# response_serializer

Fig. 1: response_serializer, I/O nets highlighted
The bar under the picture is 20 um long.
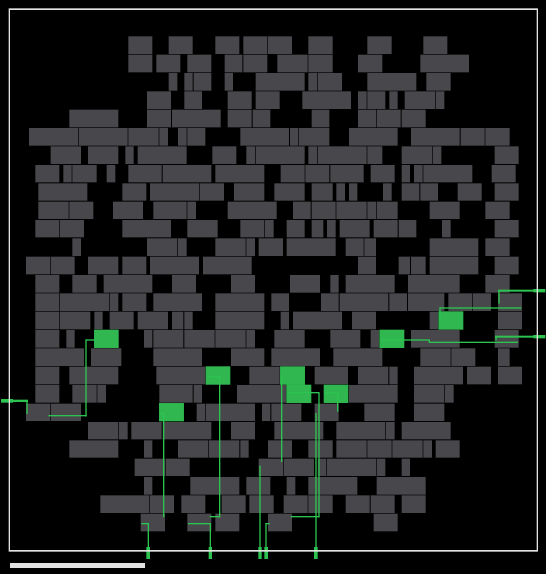

**src/rtl/cmd_pkg.sv**
```systemverilog
// Shared command-interface definitions: command codes, serializer states and
// frame sizing used by both the response serializer and the frame decoder.
package cmd_pkg;

  localparam logic [7:0] CMD_READ  = 8'ha0;
  localparam logic [7:0] CMD_WRITE = 8'h0a;

  typedef enum logic {
    IDLE = 1'b0,
    SEND = 1'b1
  } state_t;

  // A frame is command word + address word + value words.
  function automatic int frame_width(input int word_width, input int value_words);
    return word_width * (value_words + 2);
  endfunction

endpackage

```
**src/rtl/response_serializer.sv**
```systemverilog
// Captures a C-A-V..V response frame on i_start and streams it out one word
// per valid/ready handshake, most-significant word first.
module response_serializer
  import cmd_pkg::*;
#(
  parameter int WORD_WIDTH  = 8,
  parameter int VALUE_WORDS = 4
) (
  input  logic                              clk,
  input  logic                              i_reset,
  input  logic                              i_start,
  input  logic [WORD_WIDTH-1:0]             i_cmd,
  input  logic [WORD_WIDTH-1:0]             i_addr,
  input  logic [WORD_WIDTH*VALUE_WORDS-1:0] i_value,
  output logic [WORD_WIDTH-1:0]             o_data,
  output logic                              o_dv,
  input  logic                              i_ready,
  output logic                              o_busy,
  output logic                              o_done,
  output logic                              o_overrun
);

  localparam int FW = frame_width(WORD_WIDTH, VALUE_WORDS);
  localparam int CW = $clog2(VALUE_WORDS + 3);
  localparam logic [CW-1:0] LOAD_COUNT = CW'(VALUE_WORDS + 2);

  state_t          r_state, w_state_next;
  logic [FW-1:0]   r_shift, w_shift_next;
  logic [CW-1:0]   r_count, w_count_next;
  logic            r_done, w_done_next;
  logic            r_overrun, w_overrun_next;

  always_ff @(posedge clk) begin
    if (i_reset) begin
      r_state   <= IDLE;
      r_shift   <= '0;
      r_count   <= '0;
      r_done    <= 1'b0;
      r_overrun <= 1'b0;
    end else begin
      r_state   <= w_state_next;
      r_shift   <= w_shift_next;
      r_count   <= w_count_next;
      r_done    <= w_done_next;
      r_overrun <= w_overrun_next;
    end
  end

  always_comb begin
    w_state_next   = r_state;
    w_shift_next   = r_shift;
    w_count_next   = r_count;
    w_done_next    = 1'b0;
    w_overrun_next = 1'b0;
    case (r_state)
      IDLE: begin
        if (i_start) begin
          w_shift_next = {i_cmd, i_addr, i_value};
          w_count_next = LOAD_COUNT;
          w_state_next = SEND;
        end
      end
      SEND: begin
        // A start request here is dropped, even on the final accept.
        w_overrun_next = i_start;
        if (i_ready) begin
          w_shift_next = {r_shift[FW-WORD_WIDTH-1:0], {WORD_WIDTH{1'b0}}};
          w_count_next = r_count - CW'(1);
          if (r_count == CW'(1)) begin
            w_state_next = IDLE;
            w_done_next  = 1'b1;
          end
        end
      end
      default: w_state_next = IDLE;
    endcase
  end

  assign o_data    = r_shift[FW-1 -: WORD_WIDTH];
  assign o_dv      = (r_state == SEND);
  assign o_busy    = (r_state == SEND);
  assign o_done    = r_done;
  assign o_overrun = r_overrun;

endmodule

```
**config.mk**
```make
export PLATFORM = sky130hd
export DESIGN_NAME = response_serializer
export DESIGN_NICKNAME = d
export VERILOG_FILES = /design/src/rtl/cmd_pkg.sv /design/src/rtl/response_serializer.sv
export SDC_FILE = /design/constraint.sdc
export NUM_CORES = 1
export LEC_CHECK = 0
export CAP_MARGIN = 20
export CORE_AREA = 2 2 76 78
export CTS_BUF_LIST = sky130_fd_sc_hd__clkbuf_2 sky130_fd_sc_hd__clkbuf_4 sky130_fd_sc_hd__clkbuf_8
export DETAILED_ROUTE_END_ITERATION = 16
export DIE_AREA = 0 0 78 80
export HOLD_SLACK_MARGIN = 0.06
export PLACE_DENSITY = 0.78
export SLEW_MARGIN = 20
export SYNTH_ARGS = -nofsm -noshare
export SYNTH_HDL_FRONTEND = slang
export SYNTH_SLANG_ARGS = --single-unit
```
**constraint.sdc**
```tcl
create_clock -name clk -period 1.8 [get_ports clk]
set_input_delay 0.27 -clock clk [delete_from_list [all_inputs] [get_ports clk]]
set_output_delay 0.27 -clock clk [all_outputs]
set_load 0.01 [all_outputs]
```
# cactus_scheduler

==> config.mk <==
export PLATFORM = sky130hd
export DESIGN_NAME = cactus_scheduler
export DESIGN_NICKNAME = d
export VERILOG_FILES = /design/src/rtl/cactus_scheduler.sv
export SDC_FILE = /design/constraint.sdc
export NUM_CORES = 1
export LEC_CHECK = 0
export ABC_AREA = 1
export CORE_MARGIN = 5
export CORE_UTILIZATION = 32
export CTS_CLUSTER_DIAMETER = 60
export DETAILED_ROUTE_END_ITERATION = 8
export PLACE_DENSITY = 0.49
export SETUP_SLACK_MARGIN = 0.4
export SYNTH_ARGS = -nofsm -noshare
export SYNTH_HDL_FRONTEND = slang
export SYNTH_SLANG_ARGS = --single-unit
==> constraint.sdc <==
create_clock -name clk -period 2.56 [get_ports clk]
set_input_delay 0.384 -clock clk [delete_from_list [all_inputs] [get_ports clk]]
set_output_delay 0.384 -clock clk [all_outputs]
set_load 0.01 [all_outputs]
==> src/rtl/cactus_scheduler.sv <==
// Cactus obstacle scheduler for the dino game.
// Spawns cacti at the right screen edge, scrolls them left by the game speed on every
// frame tick, retires them at the left edge and paces spawns with a randomised gap counter.
// Optional feature: define CACTUS_SCORE_EN to add a saturating 16-bit score output that
// counts cacti retired at the left edge.
module cactus_scheduler #(
  parameter int unsigned NUM_SLOTS = 4,
  parameter int unsigned X_WIDTH   = 10,
  parameter int unsigned SCREEN_X  = 640,
  parameter int unsigned MIN_GAP   = 160,
  parameter int unsigned GAP_SHIFT = 4
) (
  input  logic                         clk,
  input  logic                         rst,
  input  logic                         start,
  input  logic                         tick,
  input  logic                         collide,
  input  logic [3:0]                   speed,
  input  logic [4:0]                   random,
  output logic                         rng_step,
  output logic                         spawn_pulse,
  output logic [NUM_SLOTS-1:0]         cactus_valid,
  output logic [NUM_SLOTS*X_WIDTH-1:0] cactus_x,
  output logic [NUM_SLOTS*2-1:0]       cactus_type,
`ifdef CACTUS_SCORE_EN
  output logic [15:0]                  score,
`endif
  output logic [1:0]                   state
);

  localparam int unsigned GapMax = MIN_GAP + (7 << GAP_SHIFT);
  localparam int unsigned GapW   = $clog2(GapMax + 1);

  typedef enum logic [1:0] {
    StIdle = 2'b00,
    StRun  = 2'b01,
    StHalt = 2'b10
  } state_e;

  state_e                             state_q, state_d;
  logic [NUM_SLOTS-1:0]               valid_q, valid_d;
  logic [NUM_SLOTS-1:0][X_WIDTH-1:0]  x_q, x_d;
  logic [NUM_SLOTS-1:0][1:0]          type_q, type_d;
  logic [GapW-1:0]                    gap_q, gap_d;
  logic                               spawn_q, spawn_d;

  logic [NUM_SLOTS-1:0]               spawn_sel;
  logic                               free_found;
  logic [X_WIDTH-1:0]                 speed_x;
  logic [GapW-1:0]                    speed_g;
  logic [GapW-1:0]                    gap_reload;
  logic [X_WIDTH-1:0]                 spawn_x;

`ifdef CACTUS_SCORE_EN
  logic [15:0]                        score_q, score_d;
  logic [3:0]                         retired;
  logic [16:0]                        score_sum;
`endif

  assign speed_x    = X_WIDTH'(speed);
  assign speed_g    = GapW'(speed);
  assign gap_reload = GapW'(MIN_GAP + (32'(random[4:2]) << GAP_SHIFT));
  assign spawn_x    = X_WIDTH'(SCREEN_X - 1);

  // Next-state: run control, per-tick scroll/retire, spawn decision and gap pacing
  always_comb begin
    state_d    = state_q;
    valid_d    = valid_q;
    x_d        = x_q;
    type_d     = type_q;
    gap_d      = gap_q;
    spawn_d    = 1'b0;
    spawn_sel  = '0;
    free_found = 1'b0;
`ifdef CACTUS_SCORE_EN
    score_d    = score_q;
    retired    = '0;
    score_sum  = '0;
`endif

    // Lowest-index slot that is free before the tick; slots freed by this tick's move
    // only become eligible on the next tick.
    for (int i = 0; i < int'(NUM_SLOTS); i++) begin
      if (!valid_q[i] && !free_found) begin
        spawn_sel[i] = 1'b1;
        free_found   = 1'b1;
      end
    end

    unique case (state_q)
      StIdle, StHalt: begin
        if (start) begin
          state_d = StRun;
          valid_d = '0;
          x_d     = '0;
          type_d  = '0;
          gap_d   = GapW'(MIN_GAP);
`ifdef CACTUS_SCORE_EN
          score_d = '0;
`endif
        end
      end
      StRun: begin
        if (collide) begin
          // Collision wins over a simultaneous tick: freeze everything as it is.
          state_d = StHalt;
        end else if (tick) begin
          for (int i = 0; i < int'(NUM_SLOTS); i++) begin
            if (valid_q[i]) begin
              if (x_q[i] < speed_x) begin
                valid_d[i] = 1'b0;
                x_d[i]     = '0;
`ifdef CACTUS_SCORE_EN
                retired    = retired + 4'd1;
`endif
              end else begin
                x_d[i] = x_q[i] - speed_x;
              end
            end
          end

          if ((gap_q == '0) && free_found) begin
            for (int i = 0; i < int'(NUM_SLOTS); i++) begin
              if (spawn_sel[i]) begin
                valid_d[i] = 1'b1;
                x_d[i]     = spawn_x;
                type_d[i]  = random[1:0];
              end
            end
            gap_d   = gap_reload;
            spawn_d = 1'b1;
          end else if (gap_q < speed_g) begin
            // Also holds the counter at zero while every slot is occupied.
            gap_d = '0;
          end else begin
            gap_d = gap_q - speed_g;
          end

`ifdef CACTUS_SCORE_EN
          score_sum = {1'b0, score_q} + 17'(retired);
          score_d   = score_sum[16] ? 16'hFFFF : score_sum[15:0];
`endif
        end
      end
      default: begin
        state_d = StIdle;
      end
    endcase
  end

  // State registers with synchronous active-high reset
  always_ff @(posedge clk) begin
    if (rst) begin
      state_q <= StIdle;
      valid_q <= '0;
      x_q     <= '0;
      type_q  <= '0;
      gap_q   <= '0;
      spawn_q <= 1'b0;
`ifdef CACTUS_SCORE_EN
      score_q <= '0;
`endif
    end else begin
      state_q <= state_d;
      valid_q <= valid_d;
      x_q     <= x_d;
      type_q  <= type_d;
      gap_q   <= gap_d;
      spawn_q <= spawn_d;
`ifdef CACTUS_SCORE_EN
      score_q <= score_d;
`endif
    end
  end

  // LFSR step: stir continuously while idle, otherwise advance once per consumed value
  always_comb begin
    rng_step = 1'b0;
    unique case (state_q)
      StIdle:  rng_step = 1'b1;
      StRun:   rng_step = spawn_q;
      default: rng_step = 1'b0;
    endcase
  end

  assign spawn_pulse  = spawn_q;
  assign cactus_valid = valid_q;
  assign cactus_x     = x_q;
  assign cactus_type  = type_q;
  assign state        = state_q;
`ifdef CACTUS_SCORE_EN
  assign score        = score_q;
`endif

endmodule

Fig. 2: cactus_scheduler, where the registers sit
The bar under the picture is 50 um long. Other sequential cells in the stronger gray, the rest of the logic in the fainter gray.
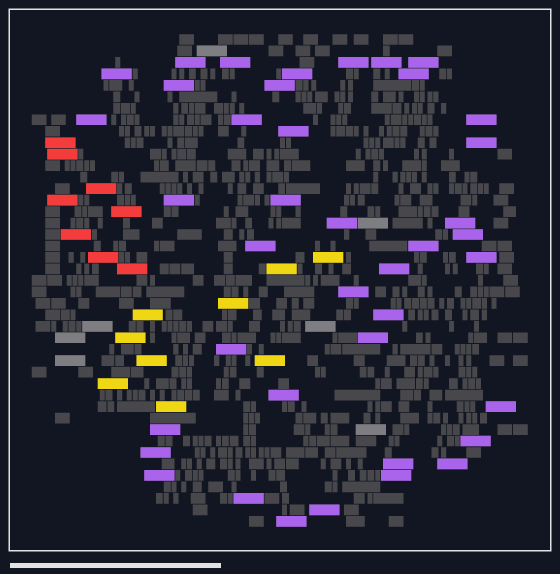
[red] cactus_type | flops: 8
[yellow] gap_q | flops: 9
[purple] cactus_x | flops: 40

==> out/metrics.yaml, cactus_scheduler <==
ctsResizeCount: 7
stdcell_area_mm2: 0.00595
grt_max_degree: 44
clkbuf_count: 13
dr_total_vias: 4762
wire_per_inst_um: 14.0
status: "finished clean"
crit_cells: 11
final-nonclk-buf-share: 0.170
wl_mm: 13.7
drive_above_1_share: 0.119
syn-cell-area_mm2: 0.00446
nNonClkBuffers: 109
numCtsBuffers: 9
antenna_found_initial: 0
sh_seq_area: 0.215
r2r_start: "cactus_x[30]"
setup_ws_ns: 0.490
die_area_mm2: 0.0164
nWellTaps: 180
clk_share: 0.0572
postPlaceCellArea_mm2: 0.00554
ys_sh_simple: 0.351
crit_path_end_kind: "flip-flop"
relSlewSlack: 0.450
cts_root_buffer: "clkbuf_16"
grtUsageMet1: 0.228
crit_path_max_incr_delay_ns: 0.46
io_pins: 70
cp-startpoint: "speed[2]"
grt_pass1_wl_mm: 22.4
p_int_w: 0.00217
holdCritPathClass: "flip-flop to flip-flop"
xor_share: 0.0255
required_ns: 2.84
fin_skew_ns: 0.0115
dp_cells: 959
setup_viol: 0
pg_clk_w: 0.00141
holdWs_ns: 0.470
tns_ns: 0
powerSeq_w: 0.00105
p_comb_w: 0.000493
hpwl_mm: 9.81
grt-ovfl-total: 0
drt_iter0_drc: 311
fin_cells: 977
Fig. 3: response_serializer, layout detail
Window x 0 to 40, y 40 to 80 um. Cells in gray, sequential cells in the stronger gray; small squares are vias.
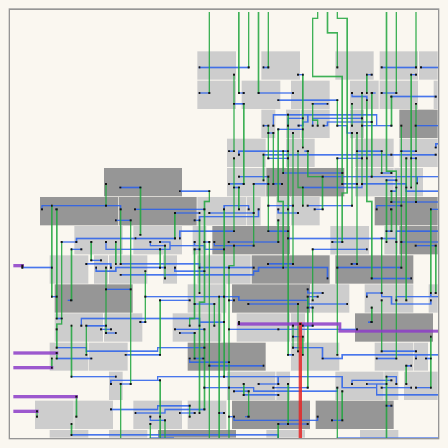
[blue] met1
[red] met4
[green] met2
[purple] met3
netlist names of flops here include: r_shift (14)
most frequent: clkdlybuf4s50_1 (16), nor2_1 (14), dfxtp_1 (14)
sequential cells in the window: 14
cells with their middle in the window: 71

Notes on Fig. 1 above:
[green] i_addr | bits: 8 | direction: input | edge: 5 south, 2 east, 1 west | end cells: 8 | buffers: 8 | wire: 201 um

==> out/metrics.yaml, response_serializer <==
cts_buffer_depth: 2
tns_ns: 0
largest_reg_flops: 48
topCellsByArea: "dfxtp_1 (41%), a211oi_2 (20%), mux2i_1 (16%)"
synth_top_area_share: 0.415
worstSetupStartpointType: "flip-flop"
fin_skew_ns: 0.00955
ys_chip_area_mm2: 0.00261
dp_cells: 357
r2r_start: "o_busy"
final-nonclk-buf-share: 0.223
setup.worst_path.end: "o_busy"
cp-startpoint: "o_busy"
peakVddDrop_v: 0.000442
highest-signal-layer: "met4"
synthAdderAreaFrac: 0.00960
synth_area_per_cell_um2: 10.8
place_congestion: 0.740
powerSeq_w: 0.00136
drt_iter0_drc: 75
fin_cells: 365
cts_max_level: 2
p_total_w: 0.00267
die_area_mm2: 0.00624
period_minus_slack_ns: 1.56
pwr-share-clk: 0.264
power_frac_comb: 0.227
drtPass1Iterations: 4
grt_pass1_wl_mm: 8.22
crit_family: "buffers and inverters"
ctsHoldBuffers: 0
status: "finished clean"
edf_count: 0


==> layout pictures side by side <==
Wiring by layer.
Only two layers are drawn.
image #1
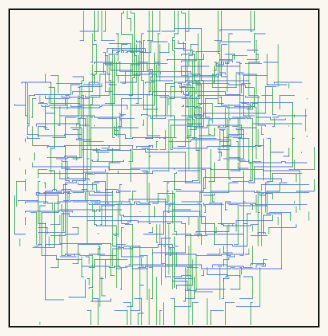
image #2
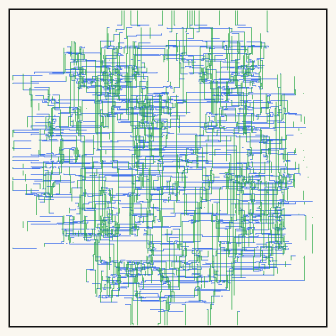
For response_serializer, see image #1.
For cactus_scheduler, see image #2.

Key to image #1:
[green] met2 | wire length: 2490 um
[blue] met1 | wire length: 2330 um

No activity file was given, so power comes from the tool's default toggle rates.
